==================== base_sram_rdq
Fig. 1: base_sram_rdq, sequential cells coloured by netlist name
The bar under the picture is 50 um long. Other sequential cells in the stronger grey, the rest of the logic in the fainter grey.
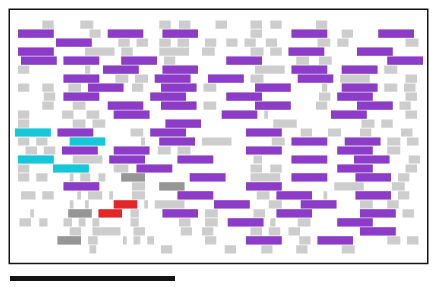

==> config.mk <==
export PLATFORM = sky130hd
export DESIGN_NAME = base_sram_rdq
export DESIGN_NICKNAME = d
export VERILOG_FILES = /design/src/rtl/base_sram_pkg.sv /design/src/rtl/base_sram_rdq_fifo.sv /design/src/rtl/base_sram_rdq.sv
export SDC_FILE = /design/constraint.sdc
export NUM_CORES = 1
export LEC_CHECK = 0
export CAP_MARGIN = 0
export CELL_PAD_IN_SITES_DETAIL_PLACEMENT = 2
export CELL_PAD_IN_SITES_GLOBAL_PLACEMENT = 2
export CORE_ASPECT_RATIO = 0.6
export CORE_UTILIZATION = 33
export CTS_CLUSTER_DIAMETER = 120
export CTS_CLUSTER_SIZE = 10
export DETAILED_ROUTE_END_ITERATION = 8
export PLACE_DENSITY_LB_ADDON = 0.15
export RECOVER_POWER = 100
export SLEW_MARGIN = 40
export SYNTH_ARGS = -nofsm -noshare
export SYNTH_HDL_FRONTEND = slang
export SYNTH_SLANG_ARGS = --single-unit
==> constraint.sdc <==
create_clock -name clk -period 3 [get_ports clk]
set_input_delay 0.45 -clock clk [delete_from_list [all_inputs] [get_ports clk]]
set_output_delay 0.45 -clock clk [all_outputs]
set_load 0.005 [all_outputs]
==> src/rtl/base_sram_pkg.sv <==
// Shared helpers for the SRAM read-request stage: pointer sizing and read-data parity check.
package base_sram_pkg;

    localparam int unsigned PARITY_MAX_W = 1025;

    function automatic int unsigned ptr_width(input int unsigned depth);
        return (depth > 1) ? $clog2(depth) : 1;
    endfunction

    // Odd parity over data+parity bit: an even XOR flags an error.
    function automatic logic parity_err(input logic [PARITY_MAX_W-1:0] word);
        return ~(^word);
    endfunction

endpackage

==> src/rtl/base_sram_rdq_fifo.sv <==
// Register FIFO holding returned read data plus tag; storage is not reset.
module base_sram_rdq_fifo
    import base_sram_pkg::*;
#(
    parameter int unsigned width = 36,
    parameter int unsigned depth = 2
) (
    input  logic                         clk,
    input  logic                         reset,
    input  logic                         push,
    input  logic [width-1:0]             wdata,
    input  logic                         pop,
    output logic [width-1:0]             rdata,
    output logic                         empty,
    output logic [$clog2(depth+1)-1:0]   count
);

    localparam int unsigned PW = ptr_width(depth);
    localparam int unsigned CW = $clog2(depth + 1);

    logic [width-1:0] store [depth];
    logic [PW-1:0]    wr_ptr;
    logic [PW-1:0]    rd_ptr;

    function automatic logic [PW-1:0] ptr_inc(input logic [PW-1:0] p);
        return (p == PW'(depth - 1)) ? '0 : p + PW'(1);
    endfunction

    always_ff @(posedge clk) begin
        if (push) begin
            store[wr_ptr] <= wdata;
        end
    end

    // Pointers move independently; occupancy tracks push minus pop.
    always_ff @(posedge clk) begin
        if (reset) begin
            wr_ptr <= '0;
            rd_ptr <= '0;
            count  <= '0;
        end else begin
            if (push) begin
                wr_ptr <= ptr_inc(wr_ptr);
            end
            if (pop) begin
                rd_ptr <= ptr_inc(rd_ptr);
            end
            count <= count + CW'(push) - CW'(pop);
        end
    end

    assign rdata = store[rd_ptr];
    assign empty = (count == '0);

endmodule

==> src/rtl/base_sram_rdq.sv <==
// SRAM read-request stage with credit-protected return FIFO.
// Define BASE_SRAM_RDQ_PARITY_EN to add a parity bit on sram_rd and the o_perr output.
module base_sram_rdq
    import base_sram_pkg::*;
#(
    parameter int unsigned addr_width = 8,
    parameter int unsigned data_width = 32,
    parameter int unsigned tag_width  = 4,
    parameter int unsigned depth      = 2
) (
    input  logic                                        clk,
    input  logic                                        reset,
    input  logic                                        i_v,
    input  logic [addr_width-1:0]                       i_a,
    input  logic [((tag_width > 0) ? tag_width : 1)-1:0] i_t,
    output logic                                        i_r,
    output logic                                        sram_re,
    output logic [addr_width-1:0]                       sram_ra,
`ifdef BASE_SRAM_RDQ_PARITY_EN
    input  logic [data_width:0]                         sram_rd,
    output logic                                        o_perr,
`else
    input  logic [data_width-1:0]                       sram_rd,
`endif
    output logic                                        o_v,
    output logic [data_width-1:0]                       o_d,
    output logic [((tag_width > 0) ? tag_width : 1)-1:0] o_t,
    input  logic                                        o_r
);

    localparam int unsigned TW = (tag_width > 0) ? tag_width : 1;
    localparam int unsigned CW = $clog2(depth + 1);
`ifdef BASE_SRAM_RDQ_PARITY_EN
    localparam int unsigned EW = data_width + TW + 1;
`else
    localparam int unsigned EW = data_width + TW;
`endif

    logic          inflight;
    logic [TW-1:0] inflight_tag;
    logic [CW-1:0] fifo_count;
    logic [CW-1:0] cnt;
    logic          fifo_empty;
    logic          accept;
    logic          pop;
    logic [EW-1:0] wdata;
    logic [EW-1:0] rdata;

    // Credits cover both the read in flight and the buffered responses.
    assign cnt     = CW'(inflight) + fifo_count;
    assign pop     = o_v & o_r;
    assign i_r     = ~reset & ((cnt - CW'(pop)) < CW'(depth));
    assign accept  = i_v & i_r;
    assign sram_re = accept;
    assign sram_ra = i_a;

    always_ff @(posedge clk) begin
        if (reset) begin
            inflight <= 1'b0;
        end else begin
            inflight <= accept;
        end
    end

    always_ff @(posedge clk) begin
        if (accept) begin
            inflight_tag <= i_t;
        end
    end

`ifdef BASE_SRAM_RDQ_PARITY_EN
    assign wdata = {parity_err(PARITY_MAX_W'(sram_rd)), sram_rd[data_width-1:0], inflight_tag};
`else
    assign wdata = {sram_rd, inflight_tag};
`endif

    base_sram_rdq_fifo #(
        .width (EW),
        .depth (depth)
    ) u_fifo (
        .clk   (clk),
        .reset (reset),
        .push  (inflight),
        .wdata (wdata),
        .pop   (pop),
        .rdata (rdata),
        .empty (fifo_empty),
        .count (fifo_count)
    );

    assign o_v = ~fifo_empty;
    assign o_t = rdata[TW-1:0];
    assign o_d = rdata[TW +: data_width];
`ifdef BASE_SRAM_RDQ_PARITY_EN
    assign o_perr = o_v & rdata[EW-1];
`endif

endmodule
==================== shift_register_165
<file path="src/rtl/shift_register_165_pkg.sv">
// Shared sizing helpers for the 74HC165 input-chain reader.
// Latency: n/a (constants and constant functions only).
// Backpressure: n/a.
package shift_register_165_pkg;

    // Every 74HC165 contributes one byte to the deserialised word.
    localparam int SR_BITS_PER_IC = 8;

    // Word width of a chain of num_ics devices.
    function automatic int sr_width(input int num_ics);
        return num_ics * SR_BITS_PER_IC;
    endfunction

    // Width of a counter that must hold values 0..v-1.
    // The result is never below one bit, so degenerate parameters still elaborate.
    function automatic int sr_cnt_w(input int v);
        return (v <= 2) ? 1 : $clog2(v);
    endfunction

endpackage

</file>
<file path="src/rtl/sr_phase_timer.sv">
// Loadable down-counter with a terminal-count flag; shared by phase and poll timing.
// Latency: load takes effect on the next clk_i edge; tc_o is a registered-state decode.
// Backpressure: none; dec_i pauses the count, load_i overrides it.
//
// Ports:
//   clk_i, rst_ni : clock, asynchronous active-low reset (counter returns to RST_VAL)
//   load_i        : load load_val_i on the next edge (wins over dec_i)
//   load_val_i    : value to load
//   dec_i         : count down by one per cycle, saturating at zero
//   tc_o          : high while the counter is at zero
module sr_phase_timer #(
    parameter int           W       = 4,
    parameter logic [W-1:0] RST_VAL = '0
) (
    input  logic         clk_i,
    input  logic         rst_ni,
    input  logic         load_i,
    input  logic [W-1:0] load_val_i,
    input  logic         dec_i,
    output logic         tc_o
);

    logic [W-1:0] cnt_q;
    logic [W-1:0] cnt_d;

    always_comb begin
        cnt_d = cnt_q;
        if (load_i) begin
            cnt_d = load_val_i;
        end else if (dec_i && (cnt_q != '0)) begin
            // Saturate at zero so an unattended timer never wraps.
            cnt_d = cnt_q - 1'b1;
        end
    end

    always_ff @(posedge clk_i or negedge rst_ni) begin
        if (!rst_ni) begin
            cnt_q <= RST_VAL;
        end else begin
            cnt_q <= cnt_d;
        end
    end

    assign tc_o = (cnt_q == '0);

endmodule

</file>
<file path="src/rtl/shift_register_165.sv">
// Reads a daisy-chain of 74HC165 PISO registers and presents the word with valid/changed strobes.
// Latency: valid_o rises (2N+1)*PHASE_CYCLES+1 cycles after the IDLE edge that accepts a trigger.
// Backpressure: none; triggers arriving while busy_o=1 are dropped, not queued.
//
// Ports:
//   clk_i, rst_ni : system clock, asynchronous active-low reset
//   trigger_i     : read request, only looked at in IDLE
//   serial_i      : Q7 of the 165 nearest the FPGA
//   sclk_o        : shared CP of the chain, idles low
//   pl_n_o        : shared active-low parallel load, idles high
//   data_o        : last complete word, bit N-1 is the first bit shifted in
//   valid_o       : one-cycle strobe coincident with a data_o update
//   changed_o     : qualifies valid_o, high when the new word differs from the previous one
//   busy_o        : high whenever a read is in progress
module shift_register_165
    import shift_register_165_pkg::*;
#(
    parameter int NUM_ICS      = 2,
    parameter int PHASE_CYCLES = 1,
    parameter int POLL_CYCLES  = 0
) (
    input  logic                              clk_i,
    input  logic                              rst_ni,
    input  logic                              trigger_i,
    input  logic                              serial_i,
    output logic                              sclk_o,
    output logic                              pl_n_o,
    output logic [sr_width(NUM_ICS)-1:0]      data_o,
    output logic                              valid_o,
    output logic                              changed_o,
    output logic                              busy_o
);

    localparam int N   = sr_width(NUM_ICS);
    localparam int BCW = sr_cnt_w(N);
    localparam int PCW = sr_cnt_w(PHASE_CYCLES + 1);

    localparam logic [BCW-1:0] LAST_BIT     = BCW'(N - 1);
    localparam logic [PCW-1:0] PHASE_RELOAD = PCW'(PHASE_CYCLES - 1);

    typedef enum logic [2:0] {
        S_IDLE     = 3'd0,
        S_LOAD     = 3'd1,
        S_SETTLE   = 3'd2,
        S_SHIFT_LO = 3'd3,
        S_SHIFT_HI = 3'd4,
        S_DONE     = 3'd5
    } state_e;

    state_e         state_q, state_d;
    logic [N-1:0]   shreg_q, shreg_d;
    logic [BCW-1:0] bit_cnt_q, bit_cnt_d;
    logic [N-1:0]   data_q, data_d;
    logic           valid_q, valid_d;
    logic           changed_q, changed_d;
    logic           sclk_q, sclk_d;
    logic           pl_n_q, pl_n_d;
    logic           busy_q, busy_d;

    logic in_phase;
    logic phase_tc;
    logic phase_end;
    logic poll_expire;
    logic start_read;

    // ------------------------------------------------------------------
    // Phase timing: the timer is parked at PHASE_CYCLES-1 while idle and
    // reloaded at the end of every phase, so each phase lasts exactly
    // PHASE_CYCLES cycles including the one on which it ends.
    // ------------------------------------------------------------------
    assign in_phase  = (state_q == S_LOAD)     || (state_q == S_SETTLE) ||
                       (state_q == S_SHIFT_LO) || (state_q == S_SHIFT_HI);
    assign phase_end = in_phase && phase_tc;

    sr_phase_timer #(
        .W       (PCW),
        .RST_VAL ('0)
    ) u_phase_timer (
        .clk_i      (clk_i),
        .rst_ni     (rst_ni),
        .load_i     ((state_q == S_IDLE) || phase_end),
        .load_val_i (PHASE_RELOAD),
        .dec_i      (1'b1),
        .tc_o       (phase_tc)
    );

    assign start_read = (state_q == S_IDLE) && (trigger_i || poll_expire);

    // ------------------------------------------------------------------
    // Poll timer: reset and reload value is POLL_CYCLES, counts down only
    // in IDLE, and fires on the idle cycle where it has reached zero.
    // Any read start reloads it, so a trigger and an expiry landing on
    // the same cycle start a single read.
    // ------------------------------------------------------------------
    if (POLL_CYCLES > 0) begin : g_poll
        localparam int PLW = sr_cnt_w(POLL_CYCLES + 1);
        logic poll_tc;

        sr_phase_timer #(
            .W       (PLW),
            .RST_VAL (PLW'(POLL_CYCLES))
        ) u_poll_timer (
            .clk_i      (clk_i),
            .rst_ni     (rst_ni),
            .load_i     (start_read),
            .load_val_i (PLW'(POLL_CYCLES)),
            .dec_i      (state_q == S_IDLE),
            .tc_o       (poll_tc)
        );

        assign poll_expire = poll_tc && (state_q == S_IDLE);
    end else begin : g_no_poll
        assign poll_expire = 1'b0;
    end

    // ------------------------------------------------------------------
    // Read sequencer
    // ------------------------------------------------------------------
    always_comb begin
        state_d   = state_q;
        shreg_d   = shreg_q;
        bit_cnt_d = bit_cnt_q;
        data_d    = data_q;
        valid_d   = 1'b0;
        changed_d = 1'b0;

        case (state_q)
            S_IDLE: begin
                bit_cnt_d = '0;
                if (start_read) begin
                    state_d = S_LOAD;
                end
            end

            S_LOAD: begin
                if (phase_end) begin
                    state_d = S_SETTLE;
                end
            end

            // PL is back high for a full phase so Q7 presents the chain MSB
            // before the first sample.
            S_SETTLE: begin
                if (phase_end) begin
                    state_d = S_SHIFT_LO;
                end
            end

            // Sample on the last cycle of the low phase: serial_i has had a
            // whole phase to settle since the previous CP edge or PL release.
            S_SHIFT_LO: begin
                if (phase_end) begin
                    shreg_d = {shreg_q[N-2:0], serial_i};
                    if (bit_cnt_q == LAST_BIT) begin
                        state_d = S_DONE;
                    end else begin
                        state_d = S_SHIFT_HI;
                    end
                end
            end

            // The chain shifts on the rising CP at the start of this phase;
            // the last bit is sampled without a trailing edge, giving N-1 edges.
            S_SHIFT_HI: begin
                if (phase_end) begin
                    bit_cnt_d = bit_cnt_q + 1'b1;
                    state_d   = S_SHIFT_LO;
                end
            end

            S_DONE: begin
                data_d    = shreg_q;
                valid_d   = 1'b1;
                changed_d = (shreg_q != data_q);
                state_d   = S_IDLE;
            end

            default: begin
                state_d = S_IDLE;
            end
        endcase
    end

    // Pin outputs are decoded from the next state so the registered pins
    // change on the same edge as the state they belong to.
    always_comb begin
        sclk_d = (state_d == S_SHIFT_HI);
        pl_n_d = (state_d != S_LOAD);
        busy_d = (state_d != S_IDLE);
    end

    always_ff @(posedge clk_i or negedge rst_ni) begin
        if (!rst_ni) begin
            state_q   <= S_IDLE;
            shreg_q   <= '0;
            bit_cnt_q <= '0;
            data_q    <= '0;
            valid_q   <= 1'b0;
            changed_q <= 1'b0;
            sclk_q    <= 1'b0;
            pl_n_q    <= 1'b1;
            busy_q    <= 1'b0;
        end else begin
            state_q   <= state_d;
            shreg_q   <= shreg_d;
            bit_cnt_q <= bit_cnt_d;
            data_q    <= data_d;
            valid_q   <= valid_d;
            changed_q <= changed_d;
            sclk_q    <= sclk_d;
            pl_n_q    <= pl_n_d;
            busy_q    <= busy_d;
        end
    end

    assign sclk_o    = sclk_q;
    assign pl_n_o    = pl_n_q;
    assign data_o    = data_q;
    assign valid_o   = valid_q;
    assign changed_o = changed_q;
    assign busy_o    = busy_q;

endmodule

</file>
<file path="config.mk">
export PLATFORM = sky130hd
export DESIGN_NAME = shift_register_165
export DESIGN_NICKNAME = d
export VERILOG_FILES = /design/src/rtl/shift_register_165_pkg.sv /design/src/rtl/sr_phase_timer.sv /design/src/rtl/shift_register_165.sv
export SDC_FILE = /design/constraint.sdc
export NUM_CORES = 1
export LEC_CHECK = 0
export CORE_ASPECT_RATIO = 0.7
export CORE_MARGIN = 4
export CORE_UTILIZATION = 55
export DETAILED_ROUTE_END_ITERATION = 10
export GPL_TIMING_DRIVEN = 0
export PLACE_DENSITY = 0.86
export SKIP_CTS_REPAIR_TIMING = 1
export SYNTH_ARGS = -nofsm -noshare
export SYNTH_HDL_FRONTEND = slang
export SYNTH_SLANG_ARGS = --single-unit
</file>
<file path="constraint.sdc">
create_clock -name clk_i -period 3.1 [get_ports clk_i]
set_clock_uncertainty 0.05 [all_clocks]
set_input_delay 0.465 -clock clk_i [delete_from_list [all_inputs] [get_ports clk_i]]
set_output_delay 0.465 -clock clk_i [all_outputs]
set_load 0.01 [all_outputs]
</file>
==================== srl_fifo_reader_flat
$ cat config.mk
export PLATFORM = sky130hd
export DESIGN_NAME = srl_fifo_reader_flat
export DESIGN_NICKNAME = d
export VERILOG_FILES = /design/src/rtl/srl_fifo_reader_if.sv /design/src/rtl/srl_fifo_reader.sv /design/src/flat_wrapper.sv
export SDC_FILE = /design/constraint.sdc
export NUM_CORES = 1
export LEC_CHECK = 0
export ABC_AREA = 1
export CELL_PAD_IN_SITES_DETAIL_PLACEMENT = 1
export CELL_PAD_IN_SITES_GLOBAL_PLACEMENT = 2
export CORE_ASPECT_RATIO = 0.75
export CORE_UTILIZATION = 37
export DETAILED_ROUTE_END_ITERATION = 8
export PLACE_DENSITY = 0.76
export SETUP_SLACK_MARGIN = 0.3
export SYNTH_ARGS = -nofsm -noshare
export SYNTH_HDL_FRONTEND = slang
export SYNTH_SLANG_ARGS = --single-unit
export TNS_END_PERCENT = 5
$ cat constraint.sdc
create_clock -name CLK -period 15.3 [get_ports CLK]
set_input_delay 3.06 -clock CLK [delete_from_list [all_inputs] [get_ports CLK]]
set_output_delay 3.06 -clock CLK [all_outputs]
set_load 0.005 [all_outputs]
$ cat src/rtl/srl_fifo_reader_if.sv
// Write/read handshake bundle for the SRL FIFO read end.
// master: the FIFO itself. slave: the producer/consumer environment.
interface srl_fifo_reader_if #(
  parameter int unsigned WIDTH  = 8,
  parameter int unsigned ADDR_W = 5
);
  logic              WR_EN;
  logic [WIDTH-1:0]  WR_DATA;
  logic              FULL;
  logic              OVF;
  logic              M_VALID;
  logic              M_READY;
  logic [WIDTH-1:0]  M_DATA;
  logic [ADDR_W:0]   LEVEL;
  logic              EMPTY;

  modport master (
    input  WR_EN, WR_DATA, M_READY,
    output FULL, OVF, M_VALID, M_DATA, LEVEL, EMPTY
  );

  modport slave (
    output WR_EN, WR_DATA, M_READY,
    input  FULL, OVF, M_VALID, M_DATA, LEVEL, EMPTY
  );
endinterface

$ cat src/rtl/srl_fifo_reader.sv
// Shallow SRL-backed FIFO: shift-in write storage, count-1 dynamic read address,
// registered valid/ready output stage holding the oldest word.
module srl_fifo_reader #(
  parameter int unsigned WIDTH  = 8,
  parameter int unsigned ADDR_W = 5
) (
  input  logic                CLK,
  input  logic                RST,
  srl_fifo_reader_if.master   bus
);
  localparam int unsigned DEPTH = 1 << ADDR_W;
  localparam int unsigned CW    = ADDR_W + 1;

  logic [WIDTH-1:0]  data [DEPTH];
  logic [CW-1:0]     count;
  logic [CW-1:0]     count_m1;
  logic [ADDR_W-1:0] raddr;
  logic              is_full;
  logic              wr_acc;
  logic              ld;
  logic              m_valid;
  logic [WIDTH-1:0]  m_data;
  logic              ovf;

  // Accept/load decisions all work from the pre-edge count, so shift and read never race.
  always_comb begin
    is_full  = (count == CW'(DEPTH));
    wr_acc   = bus.WR_EN && !is_full;
    ld       = (count != '0) && (!m_valid || bus.M_READY);
    count_m1 = count - CW'(1);
    raddr    = count_m1[ADDR_W-1:0];
  end

  // SRL storage: no reset, shifts on every accepted write.
  always_ff @(posedge CLK) begin
    if (wr_acc) begin
      data[0] <= bus.WR_DATA;
      for (int unsigned i = 1; i < DEPTH; i++) begin
        data[i] <= data[i-1];
      end
    end
  end

  always_ff @(posedge CLK) begin
    if (RST) begin
      count   <= '0;
      m_valid <= 1'b0;
      m_data  <= '0;
      ovf     <= 1'b0;
    end else begin
      ovf <= bus.WR_EN && is_full;
      if (ld) begin
        m_data  <= data[raddr];
        m_valid <= 1'b1;
      end else if (m_valid && bus.M_READY) begin
        m_valid <= 1'b0;
      end
      case ({wr_acc, ld})
        2'b10:   count <= count + CW'(1);
        2'b01:   count <= count - CW'(1);
        default: count <= count;
      endcase
    end
  end

  assign bus.FULL    = is_full;
  assign bus.EMPTY   = (count == '0) && !m_valid;
  assign bus.LEVEL   = count + CW'(m_valid);
  assign bus.M_VALID = m_valid;
  assign bus.M_DATA  = m_data;
  assign bus.OVF     = ovf;
endmodule

$ cat src/flat_wrapper.sv
// flat-port wrapper written by rule: the top's interface ports become plain ports
module srl_fifo_reader_flat 
#(
  parameter int unsigned WIDTH  = 8,
  parameter int unsigned ADDR_W = 5
)
  (CLK, RST, bus_WR_EN, bus_WR_DATA, bus_M_READY, bus_FULL, bus_OVF, bus_M_VALID, bus_M_DATA, bus_LEVEL, bus_EMPTY);
  srl_fifo_reader_if #(.WIDTH(WIDTH), .ADDR_W(ADDR_W)) bus_i ();
  input  logic CLK;
  input  logic RST;
  input wire logic [$bits(bus_i.WR_EN)-1:0] bus_WR_EN;
  input wire logic [$bits(bus_i.WR_DATA)-1:0] bus_WR_DATA;
  input wire logic [$bits(bus_i.M_READY)-1:0] bus_M_READY;
  output wire logic [$bits(bus_i.FULL)-1:0] bus_FULL;
  output wire logic [$bits(bus_i.OVF)-1:0] bus_OVF;
  output wire logic [$bits(bus_i.M_VALID)-1:0] bus_M_VALID;
  output wire logic [$bits(bus_i.M_DATA)-1:0] bus_M_DATA;
  output wire logic [$bits(bus_i.LEVEL)-1:0] bus_LEVEL;
  output wire logic [$bits(bus_i.EMPTY)-1:0] bus_EMPTY;
  assign bus_i.WR_EN = bus_WR_EN;
  assign bus_i.WR_DATA = bus_WR_DATA;
  assign bus_i.M_READY = bus_M_READY;
  assign bus_FULL = bus_i.FULL;
  assign bus_OVF = bus_i.OVF;
  assign bus_M_VALID = bus_i.M_VALID;
  assign bus_M_DATA = bus_i.M_DATA;
  assign bus_LEVEL = bus_i.LEVEL;
  assign bus_EMPTY = bus_i.EMPTY;
  srl_fifo_reader #(.WIDTH(WIDTH), .ADDR_W(ADDR_W)) u_core (.CLK(CLK), .RST(RST), .bus(bus_i));
endmodule
Fig. 2: srl_fifo_reader_flat, clock wiring as the flow saved it
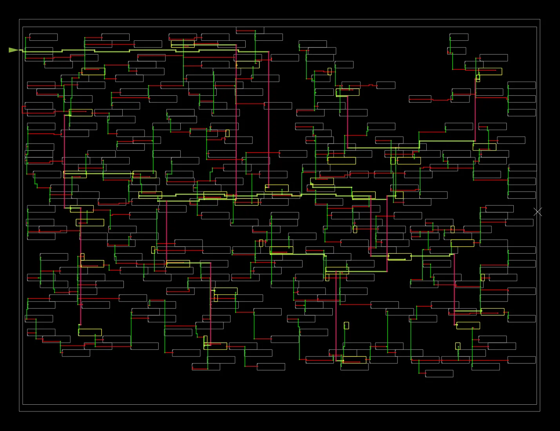
clock buffers: 32
TritonCTS buffer count: 29
CTS Sinks: 272

==> impl_metrics.csv, srl_fifo_reader_flat <==
group,metric,value,unit
outcome,status,"complete, but fails checks",
outcome,violations,"DRC",
clock_tree,htreeDepth,1,
finish,fin_nets,1138,
logic_synthesis,synthAdderAreaFrac,0.5393,%
finish,fin_cells,1536,
pwr,pwr_density_cell,199.0,mW/mm^2
global_routing,grt_util_met3,2.912,%
timing,slew_headroom,29.56,%
global_routing,use_met1,24.51,%
logic_synthesis,async_flop_share,0,%
detailed_routing,routed_wl,25790,um
worst_setup_path,path_class,"register to primary output",
floorplanning,fp.dieH,155.4,um
worst_setup_path,critPathSlowestCell,"dfxtp_4",
finish,largest_reg_flops,256,
clock_tree,clk_latency,550,ps
finish,layout_top_cell,"nand2_1",
detailed_routing,drc_errors,1,
logic_synthesis,largest_area_cell,"edfxtp_1",
detailed_routing,wl_per_cell,16.79,um
placed_design,dpl-instance-area,0.01226,mm^2
clock_tree,path_clk_slew,60,ps
pwr,p_clk_share,25.1,%
clock_tree,cts_tree,"built",
logic_synthesis,yosysMostFrequentCell,"nand2_1",
finish,logic_area,0.002830,mm^2
pwr,finalPower,0.002610,W
## srl_fifo_reader_flat: cells by family after synthesis
logic type / after synthesis
simple gates: 579
flops: 272
buf+inv: 199
compound gates: 40
xor+xnor: 10
fa+ha+maj: 5
## srl_fifo_reader_flat: power groups by stage
stage	registers, W	logic (W)	clock network (W)
final	0.000978	0.000976	0.000656
after global routing	0.000989	0.00111	0.000702
after CTS	0.000978	0.00100	0.000675
after detailed placement	0.000993	0.000999	0
after global placement	0.000990	0.000991	0
after floorplan	0.000960	0.000670	0
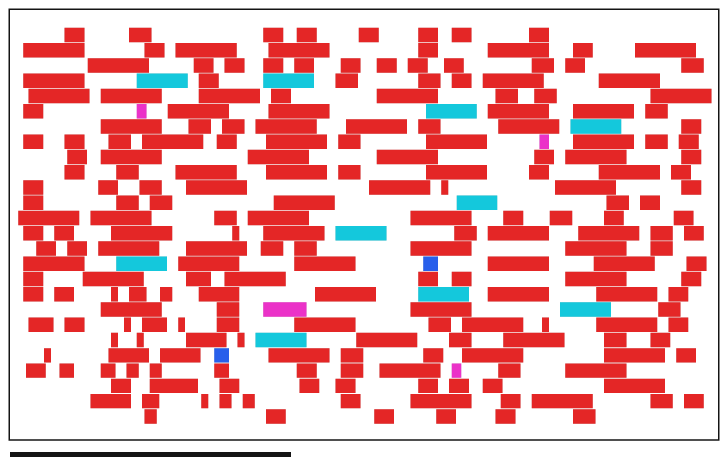
Fig. 3. Cells by drive strength (base_sram_rdq).
The bar under the picture is 50 um long.
Key: blue = _3 and _4 cells [cells 2, most used buf_4]; magenta = _2 cells [cells 4, most used clkinv_2]; cyan = _6 and larger [cells 10, most used clkbuf_16]; red = _0 and _1 cells [cells 221, most used edfxtp_1]
Design Area, Final: 0.004188 mm^2
Non-clk bufs: 83
P&R area growth vs syn: 37.12%
final worst setup slack: 322.2 ps

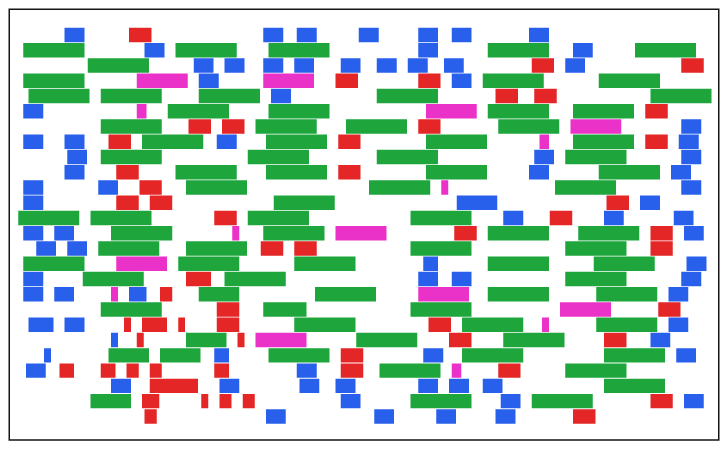
Fig. 4. Cell classes on the final placement (base_sram_rdq).
Key: green = flops [cells 82]; blue = other buffers and delay cells [cells 83]; red = combinational and other logic [cells 56]; magenta = clock drivers and dummy loads [cells 16]
register share of the cell area: 57.39%
row cnt: 26
Util after Layout: 47.86%

## Picture notes: Fig. 1
Key: red = u_fifo.count [flops 2]; cyan = inflight_tag [flops 4, where left middle]; purple = u_fifo.store [flops 72, where all over the die]
P_seq: 0.00151 W
Storage cell area: 0.002404 mm^2

==> impl_metrics.csv, base_sram_rdq <==
group,metric,value,unit
detailed_routing,viasPerCell,4.527,
worst_setup_path,crit_arrival,2230,ps
logic_synthesis,ys_types,15,
floorplanning,ioPinCount,95,
timing,clock.fmax,373.4,MHz
clock_tree,htreeDepth,3,
clock_tree,cts_tree,"built",
detailed_routing,first_pass_iters,4,
worst_setup_path,critPathRequiredTime,2550,ps
logic_synthesis,top_cell_area_share,74.72,%
outcome,status,"complete, but fails checks",
run,maxCapViolations,2,
worst_setup_path,cpPeakStageDelay,460,ps
placed_design,placed_cells,333,
finish,reg.largest.list,"u_fifo.store: 72 flops, inflight_tag: 4 flops, u_fifo.count: 2 flops",
min_path,hold_end,"u_fifo.store[1][3]",
logic_synthesis,synth-seq-cells,82,
timing,finalMaxSlewViolations,56,
global_routing,use_met1,17.48,%
outcome,violations,"capacitance limit, slew limit",
floorplanning,core_area,0.008751,mm^2
logic_synthesis,async_flop_share,0,%
timing,clock-skew-final,3.612,ps
worst_setup_path,crit_path_end,"i_r",
worst_setup_path,start_kind,"primary input",
logic_synthesis,ys_sh_aoi,0.2458,%
pwr,p_clk_share,29.7,%
pwr,power_leader,"registers",
finish,layout-drive-gt1-share,6.751,%
clock_tree,numCtsBuffers,9,
detailed_routing,routed-wl-met3,405,um
logic_synthesis,netlist_top_cells_count,"edfxtp_1 (76), mux2_1 (38), buf_4 (11)",
worst_setup_path,crit_start,"o_r",
min_path,hold_class,"register to register",
clock_tree,ctsHoldBuffers,0,
## base_sram_rdq: area by class of cell
class / count / area, um^2
Fill cell: 777 / 4563
Sequential cell: 82 / 2404
Timing Repair Buffer: 83 / 824.5
Multi-Input combinational cell: 54 / 556.8
Clock buffer: 12 / 236.5
Tap cell: 112 / 140.1
Clock inverter: 4 / 18.77
Inverter: 2 / 7.507
## base_sram_rdq: repair_timing
| item | in CTS | in global routing |
|---|---|---|
| hold endpoints to repair | 0 | 0 |
| endpoints found under the setup margin | 1 | 1 |
| gates cloned | 0 | 0 |
| pin swaps | 0 | 1 |
| gates resized | 2 | 1 |
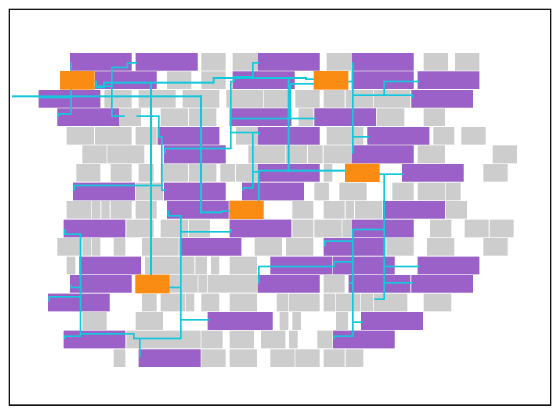
Fig. 5. Routed clock nets over the placement (shift_register_165).
Key: purple = flip-flops [count 44]; cyan = clock wires [length 481 um]; orange = clock drivers [count 5]
There are 6 routed clock nets.
worst-skew pair later-pin latency: 300 ps
clock share of power: 18.9%
clock group power: 0.000457 W

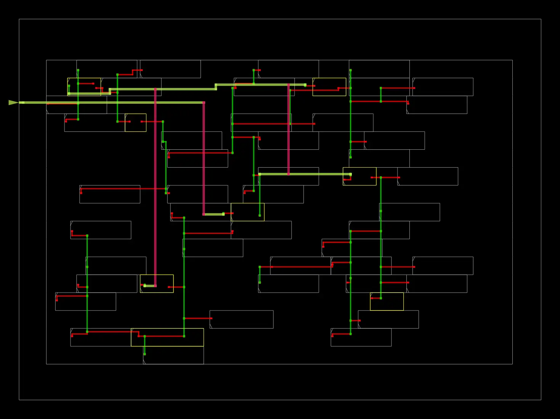
Fig. 6. Clock wiring as the flow saved it (shift_register_165).
TritonCTS buffer count: 5
CTS Sinks: 44
flop count: 44
clock buffers: 6

==> impl_metrics.csv, shift_register_165 <==
group,metric,value,unit
timing,finalMaxSlewViolations,0,
finish,fin_nets,173,
detailed_routing,dr_wl_met2,1595,um
timing,post-route-period-util,59.85,%
detailed_routing,routed-wl-met3,145,um
timing,finalSetupViolations,0,
worst_setup_path,path_class,"register to primary output",
floorplanning,die_width,79.32,um
global_routing,grt_pass1_wl,5761,um
logic_synthesis,synth-seq-cells,44,
global_routing,grt_use_met2,26.62,%
worst_setup_path,worstSetupEndpointType,"primary output",
worst_setup_path,crit_path_end,"pl_n_o",
pwr,p_leak,1.115,nW
global_routing,grt_util_all_layers,16.84,%
worst_setup_path,crit_arrival,1340,ps
clock_tree,path_clk_slew,80,ps
finish,final_area,0.002374,mm^2
finish,syn_to_final_growth,21.21,%
worst_setup_path,rrSetupSlack,1590,ps
logic_synthesis,syn_avg_cell_area,14.29,um^2
pwr,switching_share,32.79,%
worst_setup_path,path_depth,1,
logic_synthesis,simple_gate_area_share,8.562,%
detailed_routing,wl_met1,1586,um
floorplanning,ioPinCount,25,
timing,rsz0062_at_grt,"false",
detailed_routing,drc_errors,0,
clock_tree,cts_tree,"built",
timing,hold-worst-slack,249.1,ps
run,maxCapViolations,0,
floorplanning,fp.dieH,57.92,um
logic_synthesis,ys_sh_aoi,3.067,%
detailed_routing,num_vias,1134,
global_routing,grt_pass1_vias,1192,
finish,logic_area,787.0,um^2
logic_synthesis,largest_area_cell,"dfrtp_1",
outcome,status,"finished, final reports clean",
worst_setup_path,start_kind,"register",
placed_design,pre_cts_ws,1440,ps
finish,layout-drive-gt1-share,30.77,%
shift_register_165: sequential cells by signal (all words and copies together), names as in the netlist:
name       count
data_o        16
shreg_q       16
bit_cnt_q      4
state_q        3
busy_o         1
changed_o      1
pl_n_o         1
sclk_o         1
valid_o        1
shift_register_165: area by class of cell:
cell class                 count  area share, %
inverter                       2         0.3163
buffer                         6          2.583
multi-input combinational     85          33.16
timing repair buffer          24          9.910
clock buffer                   6          3.479
tap                           47          2.478
sequential                    44          46.44
clock inverter                 2          1.634

Power figures rest on the tool's default switching activity, not on a simulated workload.
